=== rename_free_list ===
rename_free_list, clock distribution:
Bar = 50 um.
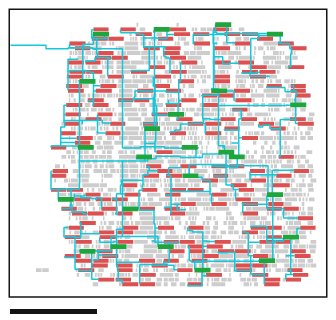

--- src/rtl/rename_free_list.sv ---
// Circular free list of physical register ids for a 2-wide rename stage.
// Define FL_CHECK_EN to add an in-list bitmap that flags duplicate releases on dup_err.
module rename_free_list #(
  parameter int unsigned PRF_NUM   = 64,
  parameter int unsigned FL_NUM    = 32,
  parameter int unsigned FL_WIDTH  = 5,
  parameter int unsigned PRF_WIDTH = 6
) (
  input  logic                 clk,
  input  logic                 reset,
  input  logic                 alloc_req_0,
  input  logic                 alloc_req_1,
  output logic                 alloc_ready,
  output logic [PRF_WIDTH-1:0] alloc_prf_0,
  output logic [PRF_WIDTH-1:0] alloc_prf_1,
  input  logic                 rel_valid_0,
  input  logic [PRF_WIDTH-1:0] rel_prf_0,
  input  logic                 rel_valid_1,
  input  logic [PRF_WIDTH-1:0] rel_prf_1,
  output logic [FL_WIDTH:0]    free_count,
  output logic                 fl_empty,
  output logic                 dup_err
);

  localparam int unsigned CW = FL_WIDTH + 1;

  logic [PRF_WIDTH-1:0] entry_q [FL_NUM];
  logic [FL_WIDTH-1:0]  head_q, head_d, head_p1;
  logic [FL_WIDTH-1:0]  tail_q, tail_d, tail_w1;
  logic [CW-1:0]        count_q, count_d;
  logic [1:0]           n_req, n_pop, n_push;
  logic                 push_0, push_1, fire;

  assign n_req   = {1'b0, alloc_req_0} + {1'b0, alloc_req_1};
  assign alloc_ready = count_q >= CW'(n_req);
  assign fire    = alloc_ready && (alloc_req_0 || alloc_req_1);
  assign n_pop   = fire ? n_req : 2'd0;

  // x0 is never freed, so a zero id on a release slot is dropped.
  assign push_0  = rel_valid_0 && (rel_prf_0 != '0);
  assign push_1  = rel_valid_1 && (rel_prf_1 != '0);
  assign n_push  = {1'b0, push_0} + {1'b0, push_1};

  assign head_p1 = head_q + FL_WIDTH'(1);
  assign tail_w1 = push_0 ? tail_q + FL_WIDTH'(1) : tail_q;

  assign head_d  = head_q + FL_WIDTH'(n_pop);
  assign tail_d  = tail_q + FL_WIDTH'(n_push);
  assign count_d = count_q - CW'(n_pop) + CW'(n_push);

  // A lone request on slot 1 takes the head entry; otherwise slot 1 looks one ahead.
  assign alloc_prf_0 = entry_q[head_q];
  assign alloc_prf_1 = (alloc_req_1 && !alloc_req_0) ? entry_q[head_q] : entry_q[head_p1];

  assign free_count = count_q;
  assign fl_empty   = (count_q == '0);

  always_ff @(posedge clk or posedge reset) begin
    if (reset) begin
      for (int i = 0; i < int'(FL_NUM); i++) begin
        entry_q[i] <= PRF_WIDTH'(PRF_NUM - FL_NUM + i);
      end
      head_q  <= '0;
      tail_q  <= '0;
      count_q <= CW'(FL_NUM);
    end else begin
      if (push_0) entry_q[tail_q]  <= rel_prf_0;
      if (push_1) entry_q[tail_w1] <= rel_prf_1;
      head_q  <= head_d;
      tail_q  <= tail_d;
      count_q <= count_d;
    end
  end

`ifdef FL_CHECK_EN
  logic [PRF_NUM-1:0] in_list_q, in_list_d;
  logic               dup_err_q, dup_err_d;

  // Clears from this cycle's grant are applied before the release checks.
  always_comb begin
    in_list_d = in_list_q;
    dup_err_d = dup_err_q;
    if (fire && alloc_req_0) in_list_d[alloc_prf_0] = 1'b0;
    if (fire && alloc_req_1) in_list_d[alloc_prf_1] = 1'b0;
    if (push_0) begin
      if (in_list_d[rel_prf_0]) dup_err_d = 1'b1;
      in_list_d[rel_prf_0] = 1'b1;
    end
    if (push_1) begin
      if (in_list_d[rel_prf_1]) dup_err_d = 1'b1;
      in_list_d[rel_prf_1] = 1'b1;
    end
  end

  always_ff @(posedge clk or posedge reset) begin
    if (reset) begin
      in_list_q <= {{FL_NUM{1'b1}}, {(PRF_NUM - FL_NUM){1'b0}}};
      dup_err_q <= 1'b0;
    end else begin
      in_list_q <= in_list_d;
      dup_err_q <= dup_err_d;
    end
  end

  assign dup_err = dup_err_q;
`else
  assign dup_err = 1'b0;
`endif

  overflow_chk: assert property (@(posedge clk) disable iff (reset)
    (count_q + CW'(n_push)) <= CW'(FL_NUM))
    else $error("free list overflow: count %0d push %0d", count_q, n_push);

endmodule
--- config.mk ---
export PLATFORM = sky130hd
export DESIGN_NAME = rename_free_list
export DESIGN_NICKNAME = d
export VERILOG_FILES = /design/src/rtl/rename_free_list.sv
export SDC_FILE = /design/constraint.sdc
export NUM_CORES = 1
export LEC_CHECK = 0
export CAP_MARGIN = 20
export CELL_PAD_IN_SITES_DETAIL_PLACEMENT = 0
export CELL_PAD_IN_SITES_GLOBAL_PLACEMENT = 1
export CORE_ASPECT_RATIO = 0.9
export CORE_MARGIN = 5
export CORE_UTILIZATION = 54
export DETAILED_ROUTE_END_ITERATION = 6
export PLACE_DENSITY = 0.95
export SETUP_SLACK_MARGIN = 0.5
export SLEW_MARGIN = 20
export SYNTH_ARGS = -nofsm -noshare
export SYNTH_HDL_FRONTEND = slang
export SYNTH_SLANG_ARGS = --single-unit
--- constraint.sdc ---
create_clock -name clk -period 21.9 [get_ports clk]
set_clock_uncertainty 0.2 [all_clocks]
set_input_delay 4.38 -clock clk [delete_from_list [all_inputs] [get_ports clk]]
set_output_delay 4.38 -clock clk [all_outputs]
set_load 0.005 [all_outputs]
=== bmp_byte_parser_flat ===
<file path="src/rtl/bmp_byte_parser_if.sv">
// Byte-in / pixel-out bus of the BMP byte parser.
//   in_byte/in_valid/in_ready    : raw file bytes, one per handshake
//   pix_out/pix_valid/pix_ready  : decoded {R,G,B} pixels with x/y coordinates
//   img_w/img_h                  : parsed image dimensions
//   hdr_err/frame_end            : sticky status flags
// master = byte source + pixel sink, slave = parser.
interface bmp_byte_parser_if #(
  parameter int COORD_W = 32
);
  logic [7:0]         in_byte;
  logic               in_valid;
  logic               in_ready;
  logic [23:0]        pix_out;
  logic               pix_valid;
  logic               pix_ready;
  logic [COORD_W-1:0] x;
  logic [COORD_W-1:0] y;
  logic [COORD_W-1:0] img_w;
  logic [COORD_W-1:0] img_h;
  logic               hdr_err;
  logic               frame_end;

  modport master (
    output in_byte, in_valid, pix_ready,
    input  in_ready, pix_out, pix_valid, x, y, img_w, img_h, hdr_err, frame_end
  );

  modport slave (
    input  in_byte, in_valid, pix_ready,
    output in_ready, pix_out, pix_valid, x, y, img_w, img_h, hdr_err, frame_end
  );
endinterface

</file>
<file path="src/rtl/bmp_byte_parser.sv">
// Byte-stream decoder for uncompressed 24-bpp bottom-up BMP files.
// Parses the 54-byte header, skips to the pixel-data offset, drops the
// per-row padding and emits one {R,G,B} pixel per handshake with file-order
// x/y coordinates (y = 0 is the first row stored in the file).
// Ports:
//   clk    : single clock, posedge
//   rst    : synchronous active-high reset, clears everything
//   reload : synchronous restart for a new file, keeps img_w/img_h
//   bus    : bmp_byte_parser_if slave (byte input, pixel output, status)
module bmp_byte_parser #(
  parameter int COORD_W = 32
) (
  input  logic                clk,
  input  logic                rst,
  input  logic                reload,
  bmp_byte_parser_if.slave    bus
);

  typedef enum logic [2:0] {HDR, CHECK, SKIP, PIX, PAD, DONE, ERR} state_t;

  state_t             state, stateNext;
  logic [31:0]        byteCnt;   // header index in HDR, bytes left in SKIP/PAD
  logic [1:0]         phase;     // byte position inside the pixel: B, G, R
  logic [7:0]         bByte, gByte;
  logic [15:0]        sig, bpp;
  logic [31:0]        offset, width, height, compr;
  logic [COORD_W-1:0] nextX, nextY;
  logic [1:0]         lane;
  logic [1:0]         padLen;
  logic               accept, hdrBad, pixDone, rowEnd, lastRow;

  // Every 4-byte header field starts at an index whose low bits are 2'b10,
  // so subtracting 2 from the low bits gives the byte lane inside the field.
  assign lane    = byteCnt[1:0] - 2'd2;
  // 3*w bytes per row: padding to a 4-byte multiple equals w mod 4.
  assign padLen  = bus.img_w[1:0];
  assign accept  = bus.in_valid && bus.in_ready;
  assign pixDone = accept && (state == PIX) && (phase == 2'd2);
  assign rowEnd  = pixDone && (nextX == bus.img_w - COORD_W'(1));
  assign lastRow = (nextY == bus.img_h - COORD_W'(1));
  assign hdrBad  = (sig != 16'h4D42) || (bpp != 16'd24) || (compr != 32'd0) ||
                   (offset < 32'd54) || (width == 32'd0) || (height == 32'd0) ||
                   height[31];

  always_comb begin
    bus.in_ready = 1'b0;
    case (state)
      HDR, SKIP, PAD: bus.in_ready = 1'b1;
      PIX:            bus.in_ready = !bus.pix_valid || bus.pix_ready;
      default:        bus.in_ready = 1'b0;
    endcase
  end

  always_comb begin
    stateNext = state;
    case (state)
      HDR:   if (accept && byteCnt == 32'd53) stateNext = CHECK;
      CHECK: begin
        if (hdrBad)                  stateNext = ERR;
        else if (offset > 32'd54)    stateNext = SKIP;
        else                         stateNext = PIX;
      end
      SKIP:  if (accept && byteCnt == 32'd1) stateNext = PIX;
      PIX: begin
        if (rowEnd) begin
          if (padLen != 2'd0)        stateNext = PAD;
          else if (lastRow)          stateNext = DONE;
        end
      end
      PAD: begin
        // nextY has already advanced past the row that this pad belongs to
        if (accept && byteCnt == 32'd1)
          stateNext = (nextY == bus.img_h) ? DONE : PIX;
      end
      default: stateNext = state;
    endcase
  end

  always_ff @(posedge clk) begin
    if (rst || reload) state <= HDR;
    else               state <= stateNext;
  end

  // Byte capture / pixel output register stage
  always_ff @(posedge clk) begin
    if (rst || reload) begin
      byteCnt       <= 32'd0;
      phase         <= 2'd0;
      nextX         <= '0;
      nextY         <= '0;
      bus.pix_out   <= '0;
      bus.pix_valid <= 1'b0;
      bus.x         <= '0;
      bus.y         <= '0;
      bus.hdr_err   <= 1'b0;
      bus.frame_end <= 1'b0;
      if (rst) begin
        bus.img_w <= '0;
        bus.img_h <= '0;
      end
    end else begin
      if (bus.pix_valid && bus.pix_ready) bus.pix_valid <= 1'b0;
      case (state)
        HDR: if (accept) begin
          byteCnt <= byteCnt + 32'd1;
          if (byteCnt < 32'd2)                          sig[{byteCnt[0], 3'b000} +: 8]   <= bus.in_byte;
          else if (byteCnt >= 32'd10 && byteCnt <= 32'd13) offset[{lane, 3'b000} +: 8] <= bus.in_byte;
          else if (byteCnt >= 32'd18 && byteCnt <= 32'd21) width[{lane, 3'b000} +: 8]  <= bus.in_byte;
          else if (byteCnt >= 32'd22 && byteCnt <= 32'd25) height[{lane, 3'b000} +: 8] <= bus.in_byte;
          else if (byteCnt >= 32'd28 && byteCnt <= 32'd29) bpp[{byteCnt[0], 3'b000} +: 8] <= bus.in_byte;
          else if (byteCnt >= 32'd30 && byteCnt <= 32'd33) compr[{lane, 3'b000} +: 8]  <= bus.in_byte;
        end
        CHECK: begin
          byteCnt <= offset - 32'd54;
          if (hdrBad) begin
            bus.hdr_err <= 1'b1;
          end else begin
            bus.img_w <= width[COORD_W-1:0];
            bus.img_h <= height[COORD_W-1:0];
          end
        end
        SKIP, PAD: if (accept) byteCnt <= byteCnt - 32'd1;
        PIX: if (accept) begin
          case (phase)
            2'd0:    bByte <= bus.in_byte;
            2'd1:    gByte <= bus.in_byte;
            default: begin
              bus.pix_out   <= {bus.in_byte, gByte, bByte};
              bus.x         <= nextX;
              bus.y         <= nextY;
              bus.pix_valid <= 1'b1;
            end
          endcase
          phase <= (phase == 2'd2) ? 2'd0 : phase + 2'd1;
          if (rowEnd) begin
            nextX   <= '0;
            nextY   <= nextY + COORD_W'(1);
            byteCnt <= {30'd0, padLen};
          end else if (pixDone) begin
            nextX <= nextX + COORD_W'(1);
          end
        end
        DONE: if (!bus.pix_valid) bus.frame_end <= 1'b1;
        default: ;
      endcase
    end
  end

endmodule
</file>
<file path="src/flat_wrapper.sv">
// flat-port wrapper written by rule: the top's interface ports become plain ports
module bmp_byte_parser_flat 
#(
  parameter int COORD_W = 32
)
  (clk, rst, reload, bus_in_byte, bus_in_valid, bus_pix_ready, bus_in_ready, bus_pix_out, bus_pix_valid, bus_x, bus_y, bus_img_w, bus_img_h, bus_hdr_err, bus_frame_end);
  bmp_byte_parser_if #(.COORD_W(COORD_W)) bus_i ();
  input  logic clk;
  input  logic rst;
  input  logic reload;
  input wire logic [$bits(bus_i.in_byte)-1:0] bus_in_byte;
  input wire logic [$bits(bus_i.in_valid)-1:0] bus_in_valid;
  input wire logic [$bits(bus_i.pix_ready)-1:0] bus_pix_ready;
  output wire logic [$bits(bus_i.in_ready)-1:0] bus_in_ready;
  output wire logic [$bits(bus_i.pix_out)-1:0] bus_pix_out;
  output wire logic [$bits(bus_i.pix_valid)-1:0] bus_pix_valid;
  output wire logic [$bits(bus_i.x)-1:0] bus_x;
  output wire logic [$bits(bus_i.y)-1:0] bus_y;
  output wire logic [$bits(bus_i.img_w)-1:0] bus_img_w;
  output wire logic [$bits(bus_i.img_h)-1:0] bus_img_h;
  output wire logic [$bits(bus_i.hdr_err)-1:0] bus_hdr_err;
  output wire logic [$bits(bus_i.frame_end)-1:0] bus_frame_end;
  assign bus_i.in_byte = bus_in_byte;
  assign bus_i.in_valid = bus_in_valid;
  assign bus_i.pix_ready = bus_pix_ready;
  assign bus_in_ready = bus_i.in_ready;
  assign bus_pix_out = bus_i.pix_out;
  assign bus_pix_valid = bus_i.pix_valid;
  assign bus_x = bus_i.x;
  assign bus_y = bus_i.y;
  assign bus_img_w = bus_i.img_w;
  assign bus_img_h = bus_i.img_h;
  assign bus_hdr_err = bus_i.hdr_err;
  assign bus_frame_end = bus_i.frame_end;
  bmp_byte_parser #(.COORD_W(COORD_W)) u_core (.clk(clk), .rst(rst), .reload(reload), .bus(bus_i));
endmodule
</file>
<file path="config.mk">
export PLATFORM = sky130hd
export DESIGN_NAME = bmp_byte_parser_flat
export DESIGN_NICKNAME = d
export VERILOG_FILES = /design/src/rtl/bmp_byte_parser_if.sv /design/src/rtl/bmp_byte_parser.sv /design/src/flat_wrapper.sv
export SDC_FILE = /design/constraint.sdc
export NUM_CORES = 1
export LEC_CHECK = 0
export CAP_MARGIN = 30
export CORE_MARGIN = 2
export CORE_UTILIZATION = 38
export DETAILED_ROUTE_END_ITERATION = 10
export PLACE_DENSITY = 0.53
export SLEW_MARGIN = 20
export SYNTH_ARGS = -nofsm -noshare
export SYNTH_HDL_FRONTEND = slang
export SYNTH_SLANG_ARGS = --single-unit
</file>
<file path="constraint.sdc">
create_clock -name clk -period 8.1 [get_ports clk]
set_clock_uncertainty 0.1 [all_clocks]
set_input_delay 1.62 -clock clk [delete_from_list [all_inputs] [get_ports clk]]
set_output_delay 1.62 -clock clk [all_outputs]
set_load 0.01 [all_outputs]
</file>
=== int_ctrl ===
[src/rtl/int_ctrl_pkg.sv]
// -----------------------------------------------------------------------------
// int_ctrl_pkg
// Shared definitions for the interrupt controller slice:
//   - FSM state encoding (IDLE / REQ / GUARD)
//   - maximum number of request lines and matching index width
//   - vector width and the vector address helper
// No ports (package).
// -----------------------------------------------------------------------------
package int_ctrl_pkg;

    localparam int MAX_IRQ = 8;
    localparam int IDX_W   = 3;
    localparam int VEC_W   = 8;

    typedef enum logic [1:0] {
        ST_IDLE  = 2'd0,
        ST_REQ   = 2'd1,
        ST_GUARD = 2'd2
    } state_t;

    // Vector address of source idx; arithmetic wraps silently at 8 bits.
    function automatic logic [VEC_W-1:0] vec_addr(
        input logic [VEC_W-1:0] base,
        input logic [VEC_W-1:0] stride,
        input logic [IDX_W-1:0] idx
    );
        vec_addr = base + (VEC_W'(idx) * stride);
    endfunction

endpackage

[src/rtl/int_ctrl_prio_enc.sv]
// -----------------------------------------------------------------------------
// irq_prio_enc
// Combinational lowest-index-first priority encoder.
// Ports:
//   req   in  N      request vector, bit 0 is highest priority
//   valid out 1      at least one request bit set
//   idx   out IDX_W  index of the lowest set bit (0 when valid is low)
// -----------------------------------------------------------------------------
module irq_prio_enc
    import int_ctrl_pkg::*;
#(
    parameter int N = 4
) (
    input  logic [N-1:0]     req,
    output logic             valid,
    output logic [IDX_W-1:0] idx
);

    // Scan from the top down so the lowest set index is written last.
    always_comb begin
        valid = 1'b0;
        idx   = {IDX_W{1'b0}};
        for (int i = N - 1; i >= 0; i--) begin
            idx   = req[i] ? IDX_W'(i) : idx;
            valid = valid | req[i];
        end
    end

endmodule

[src/rtl/int_ctrl.sv]
// -----------------------------------------------------------------------------
// int_ctrl
// Interrupt controller: edge-detects peripheral request lines, masks them,
// picks the highest-priority pending source and presents it to the control
// unit as int_req (FR[2]) plus an 8-bit vector. The request is held until
// int_ack, followed by one guard cycle; the source is then in service until
// eoi.
// Optional feature: define INT_CTRL_NEST_EN to let a higher-priority source
// preempt a running handler; otherwise requests wait until in_service is 0.
// Ports:
//   clock       in   1        system clock, rising edge
//   reset       in   1        synchronous active-high reset
//   irq         in   NUM_IRQ  request lines (synchronous)
//   mask_w      in   1        mask register write strobe
//   mask_data   in   NUM_IRQ  new mask value, 1 = masked
//   int_ack     in   1        control unit took the vector
//   eoi         in   1        end-of-interrupt pulse
//   int_req     out  1        interrupt request (FR[2])
//   int_vector  out  8        vector address of requested source
//   pending     out  NUM_IRQ  pending register
//   in_service  out  NUM_IRQ  in-service register
// -----------------------------------------------------------------------------
module int_ctrl
    import int_ctrl_pkg::*;
#(
    parameter int               NUM_IRQ    = 4,
    parameter logic [VEC_W-1:0] VEC_BASE   = 8'h10,
    parameter logic [VEC_W-1:0] VEC_STRIDE = 8'h08
) (
    input  logic               clock,
    input  logic               reset,
    input  logic [NUM_IRQ-1:0] irq,
    input  logic               mask_w,
    input  logic [NUM_IRQ-1:0] mask_data,
    input  logic               int_ack,
    input  logic               eoi,
    output logic               int_req,
    output logic [VEC_W-1:0]   int_vector,
    output logic [NUM_IRQ-1:0] pending,
    output logic [NUM_IRQ-1:0] in_service
);

    localparam logic [NUM_IRQ-1:0] ZERO_V = {NUM_IRQ{1'b0}};

    state_t             state_r, state_n;
    logic [IDX_W-1:0]   idx_r, idx_n;
    logic [NUM_IRQ-1:0] mask_r, irq_prev_r;
    logic               req_n;
    logic [VEC_W-1:0]   vec_n;

    logic [NUM_IRQ-1:0] rise_s, allow_s, cand_req_s;
    logic [NUM_IRQ-1:0] latched_oh_s, ack_oh_s, eoi_oh_s;
    logic               cand_valid_s, isr_valid_s, ack_fire_s;
    logic [IDX_W-1:0]   cand_idx_s, isr_idx_s;

    function automatic logic [NUM_IRQ-1:0] onehot(input logic [IDX_W-1:0] idx);
        for (int i = 0; i < NUM_IRQ; i++) begin
            onehot[i] = (idx == IDX_W'(i));
        end
    endfunction

    assign rise_s       = irq & ~irq_prev_r;
    assign latched_oh_s = onehot(idx_r);

    // Lowest in-service index: eoi target and nesting threshold.
    irq_prio_enc #(.N(NUM_IRQ)) u_isr_enc (
        .req   (in_service),
        .valid (isr_valid_s),
        .idx   (isr_idx_s)
    );

    // Which sources the in-service state currently allows to request.
    always_comb begin
`ifdef INT_CTRL_NEST_EN
        for (int i = 0; i < NUM_IRQ; i++) begin
            allow_s[i] = !isr_valid_s || (IDX_W'(i) < isr_idx_s);
        end
`else
        allow_s = {NUM_IRQ{!isr_valid_s}};
`endif
    end

    assign cand_req_s = pending & ~mask_r & allow_s;

    irq_prio_enc #(.N(NUM_IRQ)) u_cand_enc (
        .req   (cand_req_s),
        .valid (cand_valid_s),
        .idx   (cand_idx_s)
    );

    // Next-state and next-output logic of the request FSM.
    always_comb begin
        state_n    = state_r;
        idx_n      = idx_r;
        req_n      = 1'b0;
        vec_n      = int_vector;
        ack_fire_s = 1'b0;
        case (state_r)
            ST_IDLE: begin
                if (cand_valid_s) begin
                    state_n = ST_REQ;
                    idx_n   = cand_idx_s;
                    req_n   = 1'b1;
                    vec_n   = vec_addr(VEC_BASE, VEC_STRIDE, cand_idx_s);
                end else begin
                    state_n = ST_IDLE;
                end
            end
            ST_REQ: begin
                // Ack beats a same-cycle mask write: withdraw looks at the
                // mask as it stood before this edge.
                if (int_ack) begin
                    ack_fire_s = 1'b1;
                    state_n    = ST_GUARD;
                end else if (|(latched_oh_s & (mask_r | ~pending))) begin
                    state_n = ST_IDLE;
                end else begin
                    req_n = 1'b1;
                end
            end
            ST_GUARD: begin
                state_n = ST_IDLE;
            end
            default: begin
                state_n = ST_IDLE;
            end
        endcase
    end

    assign ack_oh_s = ack_fire_s ? latched_oh_s : ZERO_V;
    assign eoi_oh_s = (eoi && isr_valid_s) ? onehot(isr_idx_s) : ZERO_V;

    // FSM state and registered request outputs.
    always_ff @(posedge clock) begin
        if (reset) begin
            state_r    <= ST_IDLE;
            idx_r      <= {IDX_W{1'b0}};
            int_req    <= 1'b0;
            int_vector <= VEC_BASE;
        end else begin
            state_r    <= state_n;
            idx_r      <= idx_n;
            int_req    <= req_n;
            int_vector <= vec_n;
        end
    end

    // Pending / in-service / mask / edge history; a new edge beats the ack
    // clear, and eoi acts on the in-service value before the ack bit is set.
    always_ff @(posedge clock) begin
        if (reset) begin
            pending    <= ZERO_V;
            in_service <= ZERO_V;
            mask_r     <= {NUM_IRQ{1'b1}};
            irq_prev_r <= ZERO_V;
        end else begin
            pending    <= (pending & ~ack_oh_s) | rise_s;
            in_service <= (in_service & ~eoi_oh_s) | ack_oh_s;
            mask_r     <= mask_w ? mask_data : mask_r;
            irq_prev_r <= irq;
        end
    end

endmodule
[config.mk]
export PLATFORM = sky130hd
export DESIGN_NAME = int_ctrl
export DESIGN_NICKNAME = d
export VERILOG_FILES = /design/src/rtl/int_ctrl_pkg.sv /design/src/rtl/int_ctrl_prio_enc.sv /design/src/rtl/int_ctrl.sv
export SDC_FILE = /design/constraint.sdc
export NUM_CORES = 1
export LEC_CHECK = 0
export CAP_MARGIN = 20
export CORE_MARGIN = 8
export CORE_UTILIZATION = 47
export CTS_CLUSTER_DIAMETER = 100
export CTS_CLUSTER_SIZE = 12
export DETAILED_ROUTE_END_ITERATION = 7
export GPL_TIMING_DRIVEN = 0
export PLACE_DENSITY = 0.84
export SLEW_MARGIN = 0
export SYNTH_ARGS = -nofsm -noshare
export SYNTH_HDL_FRONTEND = slang
export SYNTH_SLANG_ARGS = --single-unit
[constraint.sdc]
create_clock -name clock -period 3.3 [get_ports clock]
set_clock_uncertainty 0.2 [all_clocks]
set_input_delay 0.66 -clock clock [delete_from_list [all_inputs] [get_ports clock]]
set_output_delay 0.66 -clock clock [all_outputs]
set_load 0.01 [all_outputs]
=== button_matrix_decoder ===
[config.mk]
export PLATFORM = sky130hd
export DESIGN_NAME = button_matrix_decoder
export DESIGN_NICKNAME = d
export VERILOG_FILES = /design/src/rtl/button_matrix_decoder_pkg.sv /design/src/rtl/button_matrix_decoder_onehot_encoder.sv /design/src/rtl/button_matrix_decoder.sv
export SDC_FILE = /design/constraint.sdc
export NUM_CORES = 1
export LEC_CHECK = 0
export CAP_MARGIN = 20
export CORE_AREA = 2 2 39 41
export CTS_CLUSTER_DIAMETER = 120
export DETAILED_ROUTE_END_ITERATION = 7
export DIE_AREA = 0 0 41 43
export PLACE_DENSITY_LB_ADDON = 0.25
export SYNTH_ARGS = -nofsm -noshare
export SYNTH_HDL_FRONTEND = slang
export SYNTH_SLANG_ARGS = --single-unit
[constraint.sdc]
create_clock -name clk -period 0.8 [get_ports clk]
set_input_delay 0.12 -clock clk [delete_from_list [all_inputs] [get_ports clk]]
set_output_delay 0.12 -clock clk [all_outputs]
set_load 0.01 [all_outputs]
[src/rtl/button_matrix_decoder_pkg.sv]
// Shared types and helpers for the key-matrix decoder (button_matrix_decoder).
package bmd_pkg;

  typedef enum logic [1:0] {
    SAMPLE_ZERO,
    SAMPLE_LEGAL,
    SAMPLE_MULTI
  } sample_class_t;

  function automatic int code_w(input int rows, input int cols);
    return (rows * cols <= 2) ? 1 : $clog2(rows * cols);
  endfunction

endpackage

[src/rtl/button_matrix_decoder_onehot_encoder.sv]
// Classifies a sense vector as zero / one-hot / multi-hot and encodes its set-bit index.
module onehot_encoder #(
  parameter int W = 4
) (
  input  logic [W-1:0]         in,
  output logic [$clog2(W)-1:0] idx,
  output logic                 is_zero,
  output logic                 is_onehot,
  output logic                 is_multi
);

  localparam int IW = $clog2(W);

  // OR-encoding is only meaningful for one-hot inputs; callers gate on is_onehot.
  always_comb begin
    idx = '0;
    for (int i = 0; i < W; i++) begin
      if (in[i]) idx = idx | IW'(i);
    end
  end

  assign is_zero   = (in == '0);
  assign is_onehot = !is_zero && ((in & (in - W'(1))) == '0);
  assign is_multi  = !is_zero && !is_onehot;

endmodule

[src/rtl/button_matrix_decoder.sv]
// Key-matrix sample to linear key code, registered with 1-clk latency.
// Optional debounce filter enabled by defining BMD_DEBOUNCE_EN.
module button_matrix_decoder
  import bmd_pkg::*;
#(
  parameter int RWIDTH          = 4,
  parameter int CWIDTH          = 4,
  parameter int DEBOUNCE_CYCLES = 4
) (
  input  logic                                  clk,
  input  logic                                  rst,
  input  logic [RWIDTH-1:0]                     row,
  input  logic [CWIDTH-1:0]                     col,
  output logic [code_w(RWIDTH, CWIDTH)-1:0]     data_out,
  output logic                                  valid,
  output logic                                  err
);

  localparam int OW  = code_w(RWIDTH, CWIDTH);
  localparam int RIW = $clog2(RWIDTH);
  localparam int CIW = $clog2(CWIDTH);

  logic [RIW-1:0] ridx;
  logic [CIW-1:0] cidx;
  logic           r_zero, r_onehot, r_multi;
  logic           c_zero, c_onehot, c_multi;

  onehot_encoder #(.W(RWIDTH)) u_row_enc (
    .in        (row),
    .idx       (ridx),
    .is_zero   (r_zero),
    .is_onehot (r_onehot),
    .is_multi  (r_multi)
  );

  onehot_encoder #(.W(CWIDTH)) u_col_enc (
    .in        (col),
    .idx       (cidx),
    .is_zero   (c_zero),
    .is_onehot (c_onehot),
    .is_multi  (c_multi)
  );

  sample_class_t  cls;
  logic [OW-1:0]  dec_code;
  logic           dec_valid;
  logic           dec_err;

  // Multi-hot wins over zero; legal only when both vectors are one-hot.
  always_comb begin
    cls = SAMPLE_ZERO;
    if (r_multi || c_multi)         cls = SAMPLE_MULTI;
    else if (r_zero || c_zero)      cls = SAMPLE_ZERO;
    else if (r_onehot && c_onehot)  cls = SAMPLE_LEGAL;
  end

  always_comb begin
    dec_code  = '0;
    dec_valid = 1'b0;
    dec_err   = 1'b0;
    case (cls)
      SAMPLE_LEGAL: begin
        dec_code  = OW'(ridx) * OW'(CWIDTH) + OW'(cidx);
        dec_valid = 1'b1;
      end
      SAMPLE_MULTI: dec_err = 1'b1;
      default: ;
    endcase
  end

  logic [OW-1:0] data_q, data_d;
  logic          valid_q, valid_d;
  logic          err_q, err_d;

`ifdef BMD_DEBOUNCE_EN
  localparam int CNT_W = $clog2(DEBOUNCE_CYCLES + 1);
  localparam logic [CNT_W-1:0] CNT_MAX = CNT_W'(DEBOUNCE_CYCLES);

  logic [OW+1:0]    dec_cand;
  logic [OW+1:0]    cand_q, cand_d;
  logic [CNT_W-1:0] cnt_q, cnt_d;

  assign dec_cand = {dec_valid, dec_code, dec_err};

  // Counter starts at 1 on a new candidate and saturates at DEBOUNCE_CYCLES.
  always_comb begin
    cand_d  = dec_cand;
    cnt_d   = cnt_q;
    data_d  = data_q;
    valid_d = valid_q;
    err_d   = err_q;
    if (dec_cand != cand_q)  cnt_d = CNT_W'(1);
    else if (cnt_q != CNT_MAX) cnt_d = cnt_q + CNT_W'(1);
    if (cnt_d == CNT_MAX) begin
      data_d  = dec_code;
      valid_d = dec_valid;
      err_d   = dec_err;
    end
  end

  always_ff @(posedge clk or posedge rst) begin
    if (rst) begin
      cand_q <= '0;
      cnt_q  <= '0;
    end else begin
      cand_q <= cand_d;
      cnt_q  <= cnt_d;
    end
  end
`else
  always_comb begin
    data_d  = dec_code;
    valid_d = dec_valid;
    err_d   = dec_err;
  end
`endif

  always_ff @(posedge clk or posedge rst) begin
    if (rst) begin
      data_q  <= '0;
      valid_q <= 1'b0;
      err_q   <= 1'b0;
    end else begin
      data_q  <= data_d;
      valid_q <= valid_d;
      err_q   <= err_d;
    end
  end

  assign data_out = data_q;
  assign valid    = valid_q;
  assign err      = err_q;

endmodule


==> layout pictures side by side <==
M3 wires.
panel A
Bar = 10 um.
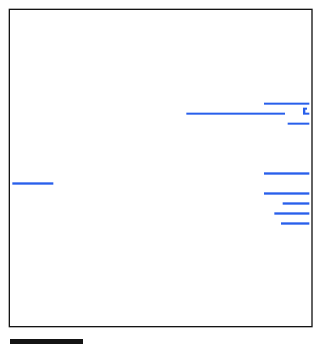
panel B
Bar = 50 um.
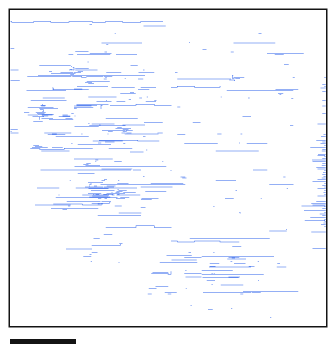
panel C
Bar = 20 um.
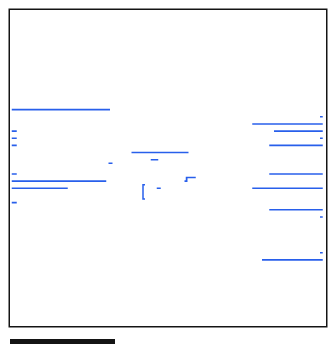
panel D
Bar = 50 um.
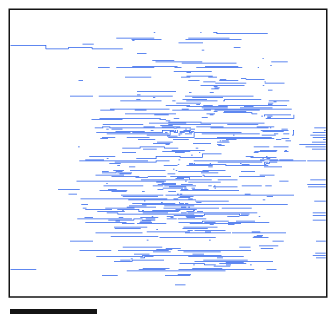
| picture | from |
|---|---|
| panel A | button_matrix_decoder |
| panel C | int_ctrl |
| panel D | rename_free_list |
| panel B | bmp_byte_parser_flat |
Of these, smallest die: panel A
Of these, largest die: panel B

int_ctrl, layout detail:
Region (10, 0) to (50, 40) um. Cells in grey, sequential cells in the stronger grey; small squares are vias.
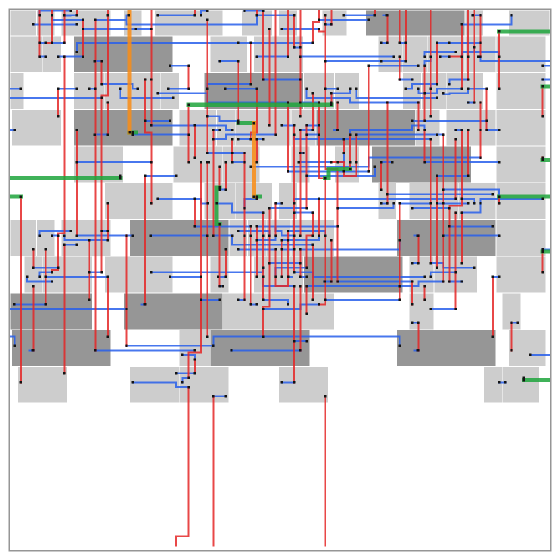
Key: green = M3; blue = M1; orange = M4; red = M2
92 logic cells have their middle in the window. Netlist names of flops here include in_service (2), int_vector (2), irq_prev_r (2). Sequential cells in the window: 14. Most frequent: clkdlybuf4s50_1 (18), dfxtp_1 (14), nand2_1 (9).

==> CHANGELOG.md, int_ctrl <==
## Implementation

* PnR worst setup slack at 1090 ps
* #FFs+latches synth at 22
* Power Combinational at 79.6 uW
* Clock Sinks at 22
* Area-dominant cell class after layout: sequential cells
* Met3 Use GR at 3.23%
* Combinational fraction of design power at 16.2%
* Clock power share at 24.3%
* Wire length per cell at 12.9 um
* Start-to-end type of the worst setup path: register to output pin
* Via count of the routed design at 743
* Reg-to-Reg Start: in_service[2]$_SDFF_PP0_
* Combinational gate area at 420 um^2
* Top power group: sequential cells
* Number of instances on the worst hold path at 2
* Synth async-reset ratio at 0%
* Slowest CP cell: clkdlybuf4s50_1
* GRT busiest layer: met2
* Pre-CTS setup slack at 1070 ps
* Met1 wire length at 814 um
* Top cell types by occurrence after synthesis: 22 x dfxtp_1, 9 x nand2_1, 7 x a21oi_1
* Max rail drop VDD at 0.234 mV
* Destination of the worst register-to-register timing path: idx_r[0]$_SDFFE_PP0P_
* Count of input and output buffers at 23
* Average cell area after synthesis at 10.0 um^2
* Net load switching power at 121 uW
* Switching power share of the total at 24.6%
* Ratio of cells with drive above 1 in the final layout at 12.4%
* Area of all placed cells without fillers at 1210 um^2
* Number of violations of the max-capacitance limit at 0
* R2r setup slk at 1310 ps
* Sequential Power Share at 59.5%
* Fraction of area in multi-input gates at 34.6%
* Antenna diodes at 0
* Outcome: finished, final reports clean
* Final std cells w/o fill at 148
* Global routing met1 resource utilization at 12.1%
* Top area cell types: dfxtp_1 48%, nand2b_4 6.0%, mux2i_1 4.4%
* Slowest stage delay, CP at 580 ps
* Post-Place Cells at 145
* Total buffers and inverters traversed by the critical path at 1
* Non-clk invs at 6
* Data arrival at the endpoint of the critical path at 1350 ps
* Final setup violation count at 0
* Utilization after layout at 63.9%
-- int_ctrl: worst max-delay path by stage --
stage                                   startpoint                     to  slack (ps)  depth (start not counted)
after floorplan           in_service[2]$_SDFF_PP0_  idx_r[0]$_SDFFE_PP0P_        1460                          4
after global placement                       reset  idx_r[0]$_SDFFE_PP0P_        1080                          5
after detailed placement                     reset  idx_r[0]$_SDFFE_PP0P_        1070                          5
after CTS                    idx_r[0]$_SDFFE_PP0P_          int_vector[3]        1090                          1
after global routing         idx_r[0]$_SDFFE_PP0P_          int_vector[3]        1040                          1
final                        idx_r[0]$_SDFFE_PP0P_          int_vector[3]        1090                          1
-- int_ctrl: logic make-up after synthesis --
logic type | count (synthesis) | share of synthesized area (%)
AOI/OAI and AO/OA | 16 | 12.1
buffers and inverters | 13 | 7.40
DFF | 22 | 48.2
muxes | 6 | 8.08
other | 1 | 0.411
and+or+nand+nor | 33 | 23.8
-- int_ctrl: cell usage in the layout, fill, tap and decap left out, types with 3 or more instances in the layout --
master and instances:
a21oi_1 7, buf_4 5, clkbuf_4 3, clkdlybuf4s50_1 23, conb_1 5, dfxtp_1 22
inv_1 6, mux2i_1 4, nand2_1 9, nand2b_1 4, nand2b_4 4, nor2b_1 5
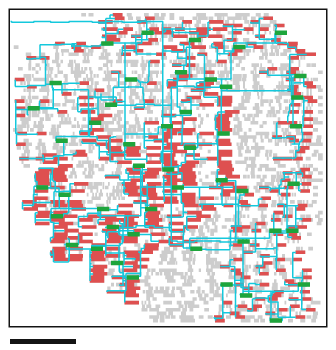
bmp_byte_parser_flat: clock distribution
Bar = 50 um.
Key: green = clock-net drivers [count 47]; cyan = clock wires [length 5590 um]; red = flip-flops [count 432]
There are 48 routed clock nets.
clk latency late pin: 590 ps
power attributed to the clock group: 2.11 mW
clock power share: 44.5%

==> CHANGELOG.md, bmp_byte_parser_flat <==
## Implementation

* Depth of the critical timing path with buffers and inverters included at 11
* Non-clk invs at 50
* #MultiIn Comb at 1594
* Wire length per cell at 21.6 um
* Number of antenna violations at the first check in global routing at 3
* Data arrival at the endpoint of the critical path at 5670 ps
* Count of input and output buffers at 168
* Fraction of area in multi-input gates at 37.3%
* R2r setup slk at 3240 ps
* Library cell with the largest summed area after synthesis: edfxtp_1
* Slowest stage delay, CP at 600 ps
* Number of synthesized flops with an enable pin at 240
* Aggregate routed wire length at 66400 um
* Net count reported at finish at 2351
* Outcome: finished, final reports clean
* Yosys Instances at 2215
* TritonCTS clock tree: done
* Reg-to-Reg Start: u_core.bus.img_w[0]$_SDFFCE_PP0P_
* Non-clock buffer share at 7.94%
* Dominant cell type by count on the critical path: or3_1
-- bmp_byte_parser_flat: logic make-up after synthesis --
| logic type | share of synthesized area (%) |
|---|---|
| xor gates and xnor gates | 6.35 |
| buffers and inverters | 3.41 |
| AOI/OAI and AO/OA | 11.7 |
| muxes | 0.293 |
| adders and majority gates | 0.657 |
| and+or+nand+nor | 24.8 |
| DFF | 52.7 |
-- bmp_byte_parser_flat: state kept, by name, summed over array words and instances, names as in the netlist, 24 cells and up --
| name | count |
|---|---|
| u_core.nextX | 32 |
| u_core.bus.y | 32 |
| u_core.bus.pix_out | 24 |
| u_core.width | 32 |
| u_core.nextY | 32 |
| u_core.bus.x | 32 |
| u_core.height | 32 |
| u_core.offset | 32 |
| u_core.bus.img_w | 32 |
| u_core.compr | 32 |
| u_core.byteCnt | 32 |
| u_core.bus.img_h | 32 |
-- bmp_byte_parser_flat: metrics by stage --
step,area (um^2),setup WS [ps],cells,util [%]
6_report,24900,2830,3070,45.5
5_1_grt,24900,2630,3070,45.5
4_1_cts,24800,2440,3066,45.4
3_5_place_dp,23300,1820,2978,42.6
3_3_place_gp,23200,1910,2968,42.4
2_1_floorplan,21000,1040,2215,-
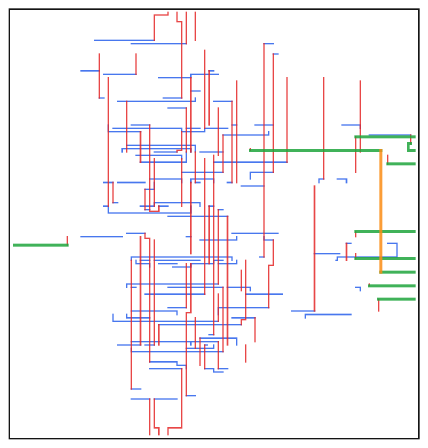
button_matrix_decoder: routed metal, one colour a layer
Key: green = M3 [wire length 51.5 um]; orange = M4 [wire length 12.2 um]; blue = M1 [wire length 336 um]; red = M2 [wire length 399 um]
wire length per cell: 10.1 um
via count of the routed design: 336

==> CHANGELOG.md, button_matrix_decoder <==
## Implementation

* Outcome: finished with violations
* Violations in the final reports: setup timing
* Floorplan Nets at 42
* CTS root buffer: clkbuf_4
* Top-level I/O count at 16
* Flip-flops at 6
* Distinct cell type count of the synthesized netlist at 13
* Global-route track usage on met2 at 15.6%
* Number of logged tool warnings at 29
* Hold Vio Cnt, Final at 0
* Yosys Instances at 32
* Total global-route track usage at 10.8%
* Kind of cell adding the most delay to the critical path: flip-flops
* Clock network area share at 3.50%
* Largest buffer count on any clock path at 2
* GRT busiest layer: met2
* Fraction of area in multi-input gates at 34.8%
* Data required time of the worst path at 680 ps
* # Post-CTS Setup Buffers at 1
* Start-to-end type of the worst setup path: register to output pin
* Non-clock buffer share at 34.8%
* Count of input and output buffers at 15
* Clock buffers created by TritonCTS at 3
* Number of violations of the max-capacitance limit at 0
* Utilization after layout at 46.6%
* Fraction of synthesized area in multiplexers at 0%
* Power density of the placed cells at 1280 nW/um^2
* N_taps at 16
* Final setup violation count at 6
* Clock Sinks at 6
* Max rail drop VDD at 0.342 mV
* Number of antenna violations at the first check in global routing at 0
* Placeable core region at 1380 um^2
* Worst Tran Pin Value at 262 ps
* PnR worst setup slack at -36.6 ps
* Most common logic cells in the final layout: 13 x buf_4, 6 x dfrtp_1, 5 x buf_2, 5 x buf_6
* Worst slew margin relative to its limit at 82.5%
* Critical path startpoint category: register
* Register area at 150 um^2
* Area-dominant cell class after layout: multi-input combinational cells
* Average vias per placed instance at 4.25
* Detailed placement HPWL at 603 um
* Simple-gate area share of the yosys netlist at 21.9%
* Logic family by area: simple AND/OR/NAND/NOR gates
* Synthesized chip area reported by yosys at 332 um^2
* Data arrival at the endpoint of the critical path at 720 ps
* Register share after synthesis at 45.3%
* Length of the first detailed-routing pass in iterations at 2
* Core utilization at floorplan at 24.0%
* Die span in y at 43 um
## button_matrix_decoder: path summary, 6_finish.rpt
path | startpoint | end | slack (ps) | cells after the start
max | err$_DFF_PP0_ | err | -40 | 1
min | rst | data_out[3]$_DFF_PP0_ | 100 | 2
max in group asynchronous | rst | data_out[1]$_DFF_PP0_ | 520 | 2
min in group clk | col[0] | data_out[1]$_DFF_PP0_ | 140 | 4
## button_matrix_decoder: power breakdown
| group | internal, mW | switching [mW] |
|---|---|---|
| registers | 0.314 | 0.00266 |
| clock network | 0.168 | 0.0912 |
| logic | 0.139 | 0.112 |
| total | 0.622 | 0.206 |
## button_matrix_decoder: cells in the mapped netlist
cell type	n	area share, %
o22ai_1	1	1.9
nor4b_1	2	5.3
nor4_2	2	7.5
xor2_1	3	7.9
nand2_1	2	2.3
a211oi_1	4	9.1
xnor2_1	2	5.3
a211oi_2	1	3.8
inv_1	1	1.1
clkbuf_2	1	1.5
a22oi_1	1	2.3
nor2_1	6	6.8
dfrtp_1	6	45
## button_matrix_decoder: flip-flops by register name, summed over array words and instances, names as in the netlist
register and flops:
err 1, data_out 4, valid 1
rename_free_list, routed metal, one colour a layer:
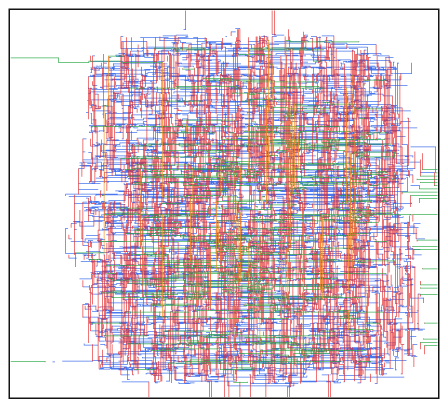
Key: red = M2 [wire length 19400 um]; green = M3 [wire length 5330 um]; orange = M4 [wire length 2130 um]; blue = M1 [wire length 17300 um]
total global-route track usage: 29.2%
wire length per cell: 25.7 um
aggregate routed wire length: 44200 um
via count of the routed design: 11500

About 'clock distribution' of rename_free_list:
Key: red = flip-flops [count 208]; green = clock-net drivers [count 24]; cyan = clock wires [length 2870 um]
Position of the flops: spread over the die.
clk latency late pin: 520 ps
power attributed to the clock group: 410 uW
clock power share: 14.9%

==> CHANGELOG.md, rename_free_list <==
## Implementation

* Final setup violation count at 0
* Number of synthesized flops with an enable pin at 0
* Area-dominant cell class after layout: multi-input combinational cells
* Synth async-reset ratio at 100%
* Logic family by area: multiplexers
* Fraction of synthesized cell area in xor and xnor cells at 1.10%
* Area share of the leading cell type in the synthesized netlist at 20.6%
* Hold Vio Cnt, Final at 0
* Achievable Freq at 90.7 MHz
* Length of the first detailed-routing pass in iterations at 6
* Largest buffer count on any clock path at 3
* Starting DRT DRC Count at 1789
* Hold bufs inserted after CTS at 0
* Antenna diodes at 0
* Fraction of area in multi-input gates at 52.4%
* Depth of the critical timing path with buffers and inverters included at 10
* Power density of the placed cells at 175 nW/um^2
* Count of antenna-violating nets left after detailed routing at 0
* Yosys Instances at 1390
* Non-clk invs at 79
* Cell area after synthesis at 14400 um^2
* Total congestion overflow at 0
* N_taps at 348
* Most common cell after layout, fill and taps aside: mux2i_1
* Outcome: finished, final reports clean
* Synthesized chip area reported by yosys at 14400 um^2
[rename_free_list: through the flow]
stage | hold slack [ps] | std cells | setup WS (ps) | total power [mW] | util, %
CTS | 344 | 1718 | 10860 | 2.70 | 59.9
floorplan | 302 | 1390 | 11830 | 1.81 | -
detailed placement | 330 | 1674 | 10860 | 2.29 | 56.8
global placement | 312 | 1674 | 10920 | 2.25 | 56.8
global route | 371 | 1718 | 10720 | 2.88 | 60.2
finish | 344 | 1718 | 10870 | 2.75 | 60.2
[rename_free_list: worst paths after layout]
path                                    startpoint                       to
setup / recovery                       alloc_req_0              alloc_ready
hold / removal             free_count[0]$_DFF_PP0_  free_count[0]$_DFF_PP0_
setup reg to reg               tail_q[1]$_DFF_PP0_   entry_q[102]$_DFF_PP0_
hold reg to reg            free_count[0]$_DFF_PP0_  free_count[0]$_DFF_PP0_
max in group asynchronous                    reset   entry_q[122]$_DFF_PP0_
min in group asynchronous                    reset      tail_q[2]$_DFF_PP0_
[rename_free_list: routing by layer]
metal / track usage (%) / vias to the layer above / wire, um
met4: 11.3 / 0 / 2130
li1: - / 4956 / -
met1: 41.5 / 5609 / 17300
met2: 44.0 / 784 / 19400
met3: 6.43 / 151 / 5330
met5: 0 / - / 0

=== muntjac_tl_a_arbiter ===
muntjac_tl_a_arbiter, placement view:
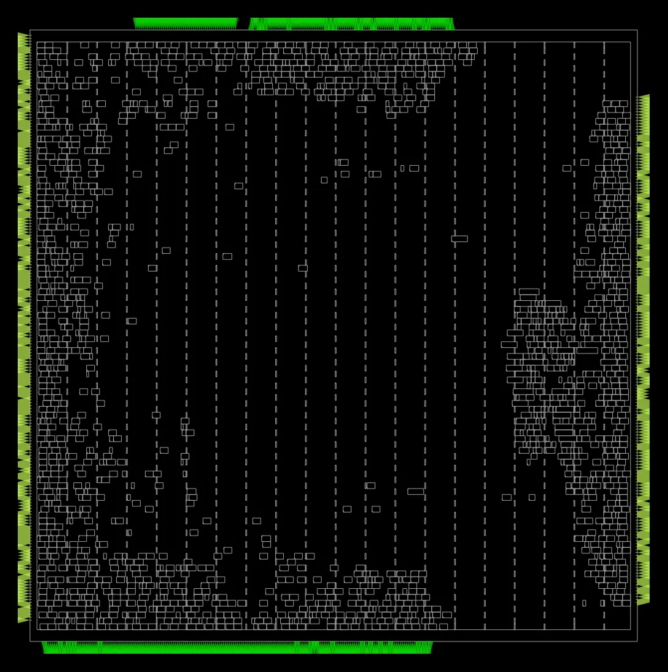
`src/rtl/muntjac_pkg.sv`:
```
// Shared TileLink-UH definitions for the muntjac memory interconnect:
// A-channel opcodes and beat accounting helpers.
package muntjac_pkg;

  typedef enum logic [2:0] {
    TL_PUT_FULL      = 3'd0,
    TL_PUT_PARTIAL   = 3'd1,
    TL_ARITHMETIC    = 3'd2,
    TL_LOGICAL       = 3'd3,
    TL_GET           = 3'd4,
    TL_INTENT        = 3'd5,
    TL_ACQUIRE_BLOCK = 3'd6,
    TL_ACQUIRE_PERM  = 3'd7
  } tl_a_op_e;

  function automatic logic tl_a_has_data(input logic [2:0] opcode);
    case (tl_a_op_e'(opcode))
      TL_PUT_FULL, TL_PUT_PARTIAL, TL_ARITHMETIC, TL_LOGICAL: return 1'b1;
      default: return 1'b0;
    endcase
  endfunction

  // Transfers no wider than one beat still occupy a full beat.
  function automatic int unsigned tl_num_beats(input int unsigned size,
                                               input int unsigned data_width);
    int unsigned beat_log;
    beat_log = $clog2(data_width / 32'd8);
    if (size <= beat_log) begin
      return 32'd1;
    end else begin
      return 32'd1 << (size - beat_log);
    end
  endfunction

endpackage

```
`src/rtl/muntjac_rr_arbiter.sv`:
```
// Combinational round-robin picker: one-hot grant to the first requester
// found scanning upward from ptr, wrapping modulo N.
module muntjac_rr_arbiter #(
  parameter int unsigned N        = 4,
  parameter int unsigned IdxWidth = $clog2(N)
) (
  input  logic [N-1:0]        req,
  input  logic [IdxWidth-1:0] ptr,
  output logic [N-1:0]        grant,
  output logic [IdxWidth-1:0] grant_idx
);

  // Priority scan starting at ptr; the first hit suppresses later candidates.
  always_comb begin
    logic [IdxWidth-1:0] idx_s;
    logic                found_s;
    grant     = '0;
    grant_idx = '0;
    found_s   = 1'b0;
    idx_s     = '0;
    for (int unsigned i = 0; i < N; i++) begin
      idx_s = IdxWidth'((32'(ptr) + i) % N);
      if (!found_s && req[idx_s]) begin
        grant[idx_s] = 1'b1;
        grant_idx    = idx_s;
        found_s      = 1'b1;
      end else begin
        found_s = found_s;
      end
    end
  end

endmodule

```
`src/rtl/muntjac_tl_a_arbiter.sv`:
```
// Round-robin arbiter sharing one TileLink-UH A channel among NumHosts
// requesters, locking the grant across stalled first beats and data bursts.
module muntjac_tl_a_arbiter
  import muntjac_pkg::*;
#(
  parameter int unsigned NumHosts    = 4,
  parameter int unsigned AddrWidth   = 56,
  parameter int unsigned DataWidth   = 64,
  parameter int unsigned SourceWidth = 4,
  parameter int unsigned SizeWidth   = 3
) (
  input  logic                                 clk_i,
  input  logic                                 rst_i,
  input  logic [NumHosts-1:0]                  host_valid_i,
  output logic [NumHosts-1:0]                  host_ready_o,
  input  logic [NumHosts-1:0][2:0]             host_opcode_i,
  input  logic [NumHosts-1:0][2:0]             host_param_i,
  input  logic [NumHosts-1:0][SizeWidth-1:0]   host_size_i,
  input  logic [NumHosts-1:0][SourceWidth-1:0] host_source_i,
  input  logic [NumHosts-1:0][AddrWidth-1:0]   host_address_i,
  input  logic [NumHosts-1:0][DataWidth/8-1:0] host_mask_i,
  input  logic [NumHosts-1:0][DataWidth-1:0]   host_data_i,
  output logic                                 dev_valid_o,
  input  logic                                 dev_ready_i,
  output logic [2:0]                           dev_opcode_o,
  output logic [2:0]                           dev_param_o,
  output logic [SizeWidth-1:0]                 dev_size_o,
  output logic [SourceWidth-1:0]               dev_source_o,
  output logic [AddrWidth-1:0]                 dev_address_o,
  output logic [DataWidth/8-1:0]               dev_mask_o,
  output logic [DataWidth-1:0]                 dev_data_o,
  output logic [NumHosts-1:0]                  grant_o
);

  localparam int unsigned PtrWidth  = $clog2(NumHosts);
  localparam int unsigned BeatWidth =
      $clog2((32'd1 << ((32'd1 << SizeWidth) - 32'd1)) / (DataWidth / 32'd8)) + 1;

  logic                 lock_r, lock_nxt_s;
  logic [BeatWidth-1:0] beats_left_r, beats_left_nxt_s;
  logic [PtrWidth-1:0]  ptr_r, ptr_nxt_s;
  logic [PtrWidth-1:0]  gidx_r, gidx_nxt_s;

  logic [NumHosts-1:0]  arb_grant_s;
  logic [PtrWidth-1:0]  arb_idx_s;
  logic [PtrWidth-1:0]  sel_idx_s;
  logic                 accept_s;
  logic [BeatWidth-1:0] total_beats_s;

  function automatic logic [PtrWidth-1:0] ptr_after(input logic [PtrWidth-1:0] idx);
    if (idx == PtrWidth'(NumHosts - 1)) begin
      return '0;
    end else begin
      return idx + PtrWidth'(1'b1);
    end
  endfunction

  muntjac_rr_arbiter #(
    .N        (NumHosts),
    .IdxWidth (PtrWidth)
  ) u_rr (
    .req       (host_valid_i),
    .ptr       (ptr_r),
    .grant     (arb_grant_s),
    .grant_idx (arb_idx_s)
  );

  // Grant selection and A-channel mux; the locked host keeps the channel even if it drops valid.
  always_comb begin
    if (lock_r) begin
      sel_idx_s   = gidx_r;
      grant_o     = {{(NumHosts-1){1'b0}}, 1'b1} << gidx_r;
      dev_valid_o = host_valid_i[gidx_r];
    end else begin
      sel_idx_s   = arb_idx_s;
      grant_o     = arb_grant_s;
      dev_valid_o = |host_valid_i;
    end
    host_ready_o  = grant_o & {NumHosts{dev_ready_i}};
    accept_s      = dev_valid_o & dev_ready_i;
    dev_opcode_o  = host_opcode_i[sel_idx_s];
    dev_param_o   = host_param_i[sel_idx_s];
    dev_size_o    = host_size_i[sel_idx_s];
    dev_source_o  = host_source_i[sel_idx_s];
    dev_address_o = host_address_i[sel_idx_s];
    dev_mask_o    = host_mask_i[sel_idx_s];
    dev_data_o    = host_data_i[sel_idx_s];
    if (tl_a_has_data(host_opcode_i[sel_idx_s])) begin
      total_beats_s = BeatWidth'(tl_num_beats(32'(host_size_i[sel_idx_s]), DataWidth));
    end else begin
      total_beats_s = BeatWidth'(1'b1);
    end
  end

  // Lock/counter/pointer next state: IDLE is !lock, HOLD/BURST are lock with beats remaining.
  always_comb begin
    lock_nxt_s       = lock_r;
    beats_left_nxt_s = beats_left_r;
    ptr_nxt_s        = ptr_r;
    gidx_nxt_s       = gidx_r;
    if (!lock_r) begin
      if (dev_valid_o && accept_s) begin
        if (total_beats_s == BeatWidth'(1'b1)) begin
          ptr_nxt_s = ptr_after(arb_idx_s);
        end else begin
          lock_nxt_s       = 1'b1;
          gidx_nxt_s       = arb_idx_s;
          beats_left_nxt_s = total_beats_s - BeatWidth'(1'b1);
        end
      end else if (dev_valid_o) begin
        lock_nxt_s       = 1'b1;
        gidx_nxt_s       = arb_idx_s;
        beats_left_nxt_s = total_beats_s;
      end else begin
        lock_nxt_s = 1'b0;
      end
    end else begin
      if (accept_s && beats_left_r == BeatWidth'(1'b1)) begin
        lock_nxt_s       = 1'b0;
        beats_left_nxt_s = '0;
        ptr_nxt_s        = ptr_after(gidx_r);
      end else if (accept_s) begin
        beats_left_nxt_s = beats_left_r - BeatWidth'(1'b1);
      end else begin
        lock_nxt_s = 1'b1;
      end
    end
  end

  // State registers with synchronous reset.
  always_ff @(posedge clk_i) begin
    if (rst_i) begin
      lock_r       <= 1'b0;
      beats_left_r <= '0;
      ptr_r        <= '0;
      gidx_r       <= '0;
    end else begin
      lock_r       <= lock_nxt_s;
      beats_left_r <= beats_left_nxt_s;
      ptr_r        <= ptr_nxt_s;
      gidx_r       <= gidx_nxt_s;
    end
  end

endmodule

```
`config.mk`:
```
export PLATFORM = sky130hd
export DESIGN_NAME = muntjac_tl_a_arbiter
export DESIGN_NICKNAME = d
export VERILOG_FILES = /design/src/rtl/muntjac_pkg.sv /design/src/rtl/muntjac_rr_arbiter.sv /design/src/rtl/muntjac_tl_a_arbiter.sv
export SDC_FILE = /design/constraint.sdc
export NUM_CORES = 1
export LEC_CHECK = 0
export CORE_AREA = 3 3 278 280
export DETAILED_ROUTE_END_ITERATION = 6
export DIE_AREA = 0 0 281 283
export SLEW_MARGIN = 15
export SYNTH_ARGS = -nofsm -noshare
export SYNTH_HDL_FRONTEND = slang
export SYNTH_SLANG_ARGS = --single-unit
```
`constraint.sdc`:
```
create_clock -name clk_i -period 14.2 [get_ports clk_i]
set_input_delay 2.84 -clock clk_i [delete_from_list [all_inputs] [get_ports clk_i]]
set_output_delay 2.84 -clock clk_i [all_outputs]
set_load 0.02 [all_outputs]
```
==> CHANGELOG.md <==
## Implementation

* TritonCTS clock tree: done
* Leakage power at 5.18 nW
* Number of max-slew violations in the final report at 0
* Die area at 79500 um^2
* Synthesized chip area reported by yosys at 6110 um^2
* Pin count of the biggest net entering global routing at 140
* Average vias per placed instance at 3.57
* Length of the first detailed-routing pass in iterations at 7
* Crit-path max FO at 99
* Min-Delay Path Class: register to register
* # Post-CTS Setup Buffers at 0
* Number of synthesized flops with an enable pin at 0
* Synth async-reset ratio at 0%
* Clock buffers created by TritonCTS at 3
* Most popular library cell in the synthesized design by count: nor2_1
* Number of violations of the max-capacitance limit at 0
* Wire length per cell at 20.0 um
* Yosys Instances at 822
* Number of antenna violations at the first check in global routing at 19
* Top cell types by occurrence after synthesis: 154 x nor2_1, 149 x a21oi_1, 144 x mux2i_1
* Fraction of synthesized cell area in xor and xnor cells at 0.143%
* Reg-to-Reg Start: ptr_r[0]$_SDFFE_PP0P_
* Worst Tran Pin Value at 1020 ps
* Area share of the leading cell type in the synthesized netlist at 25.1%
* Power attributed to the clock group at 49.0 uW
* Number of instances on the worst hold path at 3
* Placer congestion estimate at 0.839
* Cell area after synthesis at 6110 um^2
* Chip width at 281 um
* Detailed placement HPWL at 43000 um
* FF-to-FF path depth at 18
* Cell area after placement at 14300 um^2
* Combinational fraction of design power at 97.2%
* Core utilization at floorplan at 8.18%
* Endpoint kind of the worst setup timing path: output pin
* Logic family by area: multiplexers
* Worst slew margin relative to its limit at 31.8%
* Number of H-tree branching levels at 1
* Via count of the routed design at 8771
* Aggregate routed wire length at 49100 um
* Worst Skew at 1.41 ps
* Synth-to-layout area growth at 136%
* Max rail drop VDD at 0.190 mV
* Average cell area after synthesis at 7.43 um^2
* Post-synthesis adder-cell area fraction at 2.66%
* Cell resize tally after clock tree synthesis at 0
* Start-to-end type of the worst setup path: input pin to output pin
* Crit path time final at 10550 ps
* Net count reported at finish at 2066
* Total negative slack for setup checks at 0 ps
* Met2 Routed Length at 25700 um
* Top-level I/O count at 721
* Final setup violation count at 0
* Pre-CTS setup slack at 3660 ps
* Outcome: finished, final reports clean
* Total power consumption of the routed design at 3.70 mW
* Total global-route track usage at 11.5%
* Placeable core region at 74700 um^2
* Part of the cycle the worst path needs at 74.3%
* Floorplan Nets at 1406
* Largest buffer count on any clock path at 2
* Total congestion overflow at 0
* P_seq at 55.9 uW
* Compound-cell area share of the yosys netlist at 20.2%
* Combinational gate area at 5510 um^2
* Die span in y at 283 um
* Vias in the first global route at 8952
* Final std cells w/o fill at 2460
Notes on 'placement view' of muntjac_tl_a_arbiter above:
n_taps: 969
utilization after layout: 19.3%
Row Count: 100
Layout fillers: 8374

-- cells in the final DEF (no fill, tap or decap), types with 3 or more instances in the layout --
cell type	n
o21ai_0	8
buf_12	3
mux2i_1	144
nand2_1	20
clkdlybuf4s50_1	720
mux2_2	136
buf_4	6
a221oi_1	4
a211o_1	3
mux2_1	6
nand3_1	6
and2_1	6
o31ai_1	5
mux4_2	5
diode_2	11
dfxtp_1	10
nor2b_1	6
inv_1	12
nor3b_1	3
nor2_1	154
a22oi_1	4
a21oi_1	149
ha_1	13
clkbuf_16	3
o2111ai_1	6
-- state kept, by name (all words and copies together) (netlist names) --
register and flops:
gidx_r 2, beats_left_r 5, ptr_r 2, lock_r 1
-- cell type report --
cell class / instances / share of cell area (%)
inverter: 13 / 0.339
multi-input combinational: 725 / 38.3
tap: 969 / 8.43
sequential: 10 / 1.39
clock buffer: 3 / 0.522
timing repair buffer: 729 / 50.8
antenna: 11 / 0.191
-- critical path, stage by stage --
cell	delay, ps
clkdlybuf4s50_1	590
mux4_2	700
and3_1	250
or2_1	250
nor2_4	780
buf_12	470
buf_4	460
mux2_2	370
nor2_1	80
a21oi_1	60
clkdlybuf4s50_1	610


==> notes/layouts.md <==
Pictures saved along the way, in no particular order.

Routed metal, one colour a layer.
Plate I
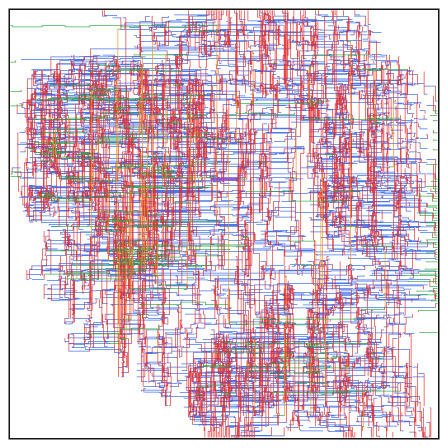
Plate II
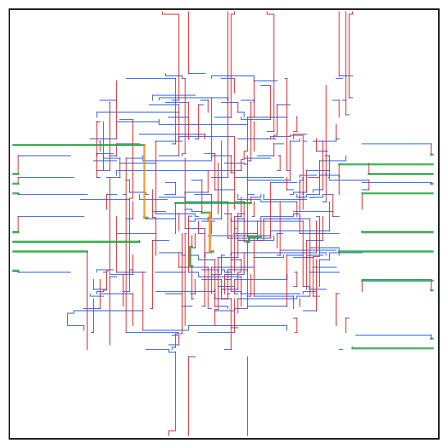
Plate III
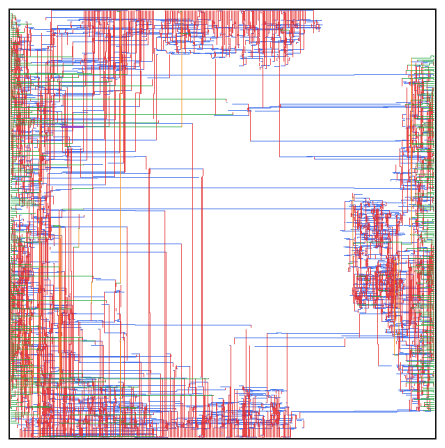
Plate III: muntjac_tl_a_arbiter
Plate I: bmp_byte_parser_flat
Plate II: int_ctrl
The one with the least wire is Plate II.
The one with the most wire is Plate I.

Power figures rest on the tool's default switching activity, not on a simulated workload.
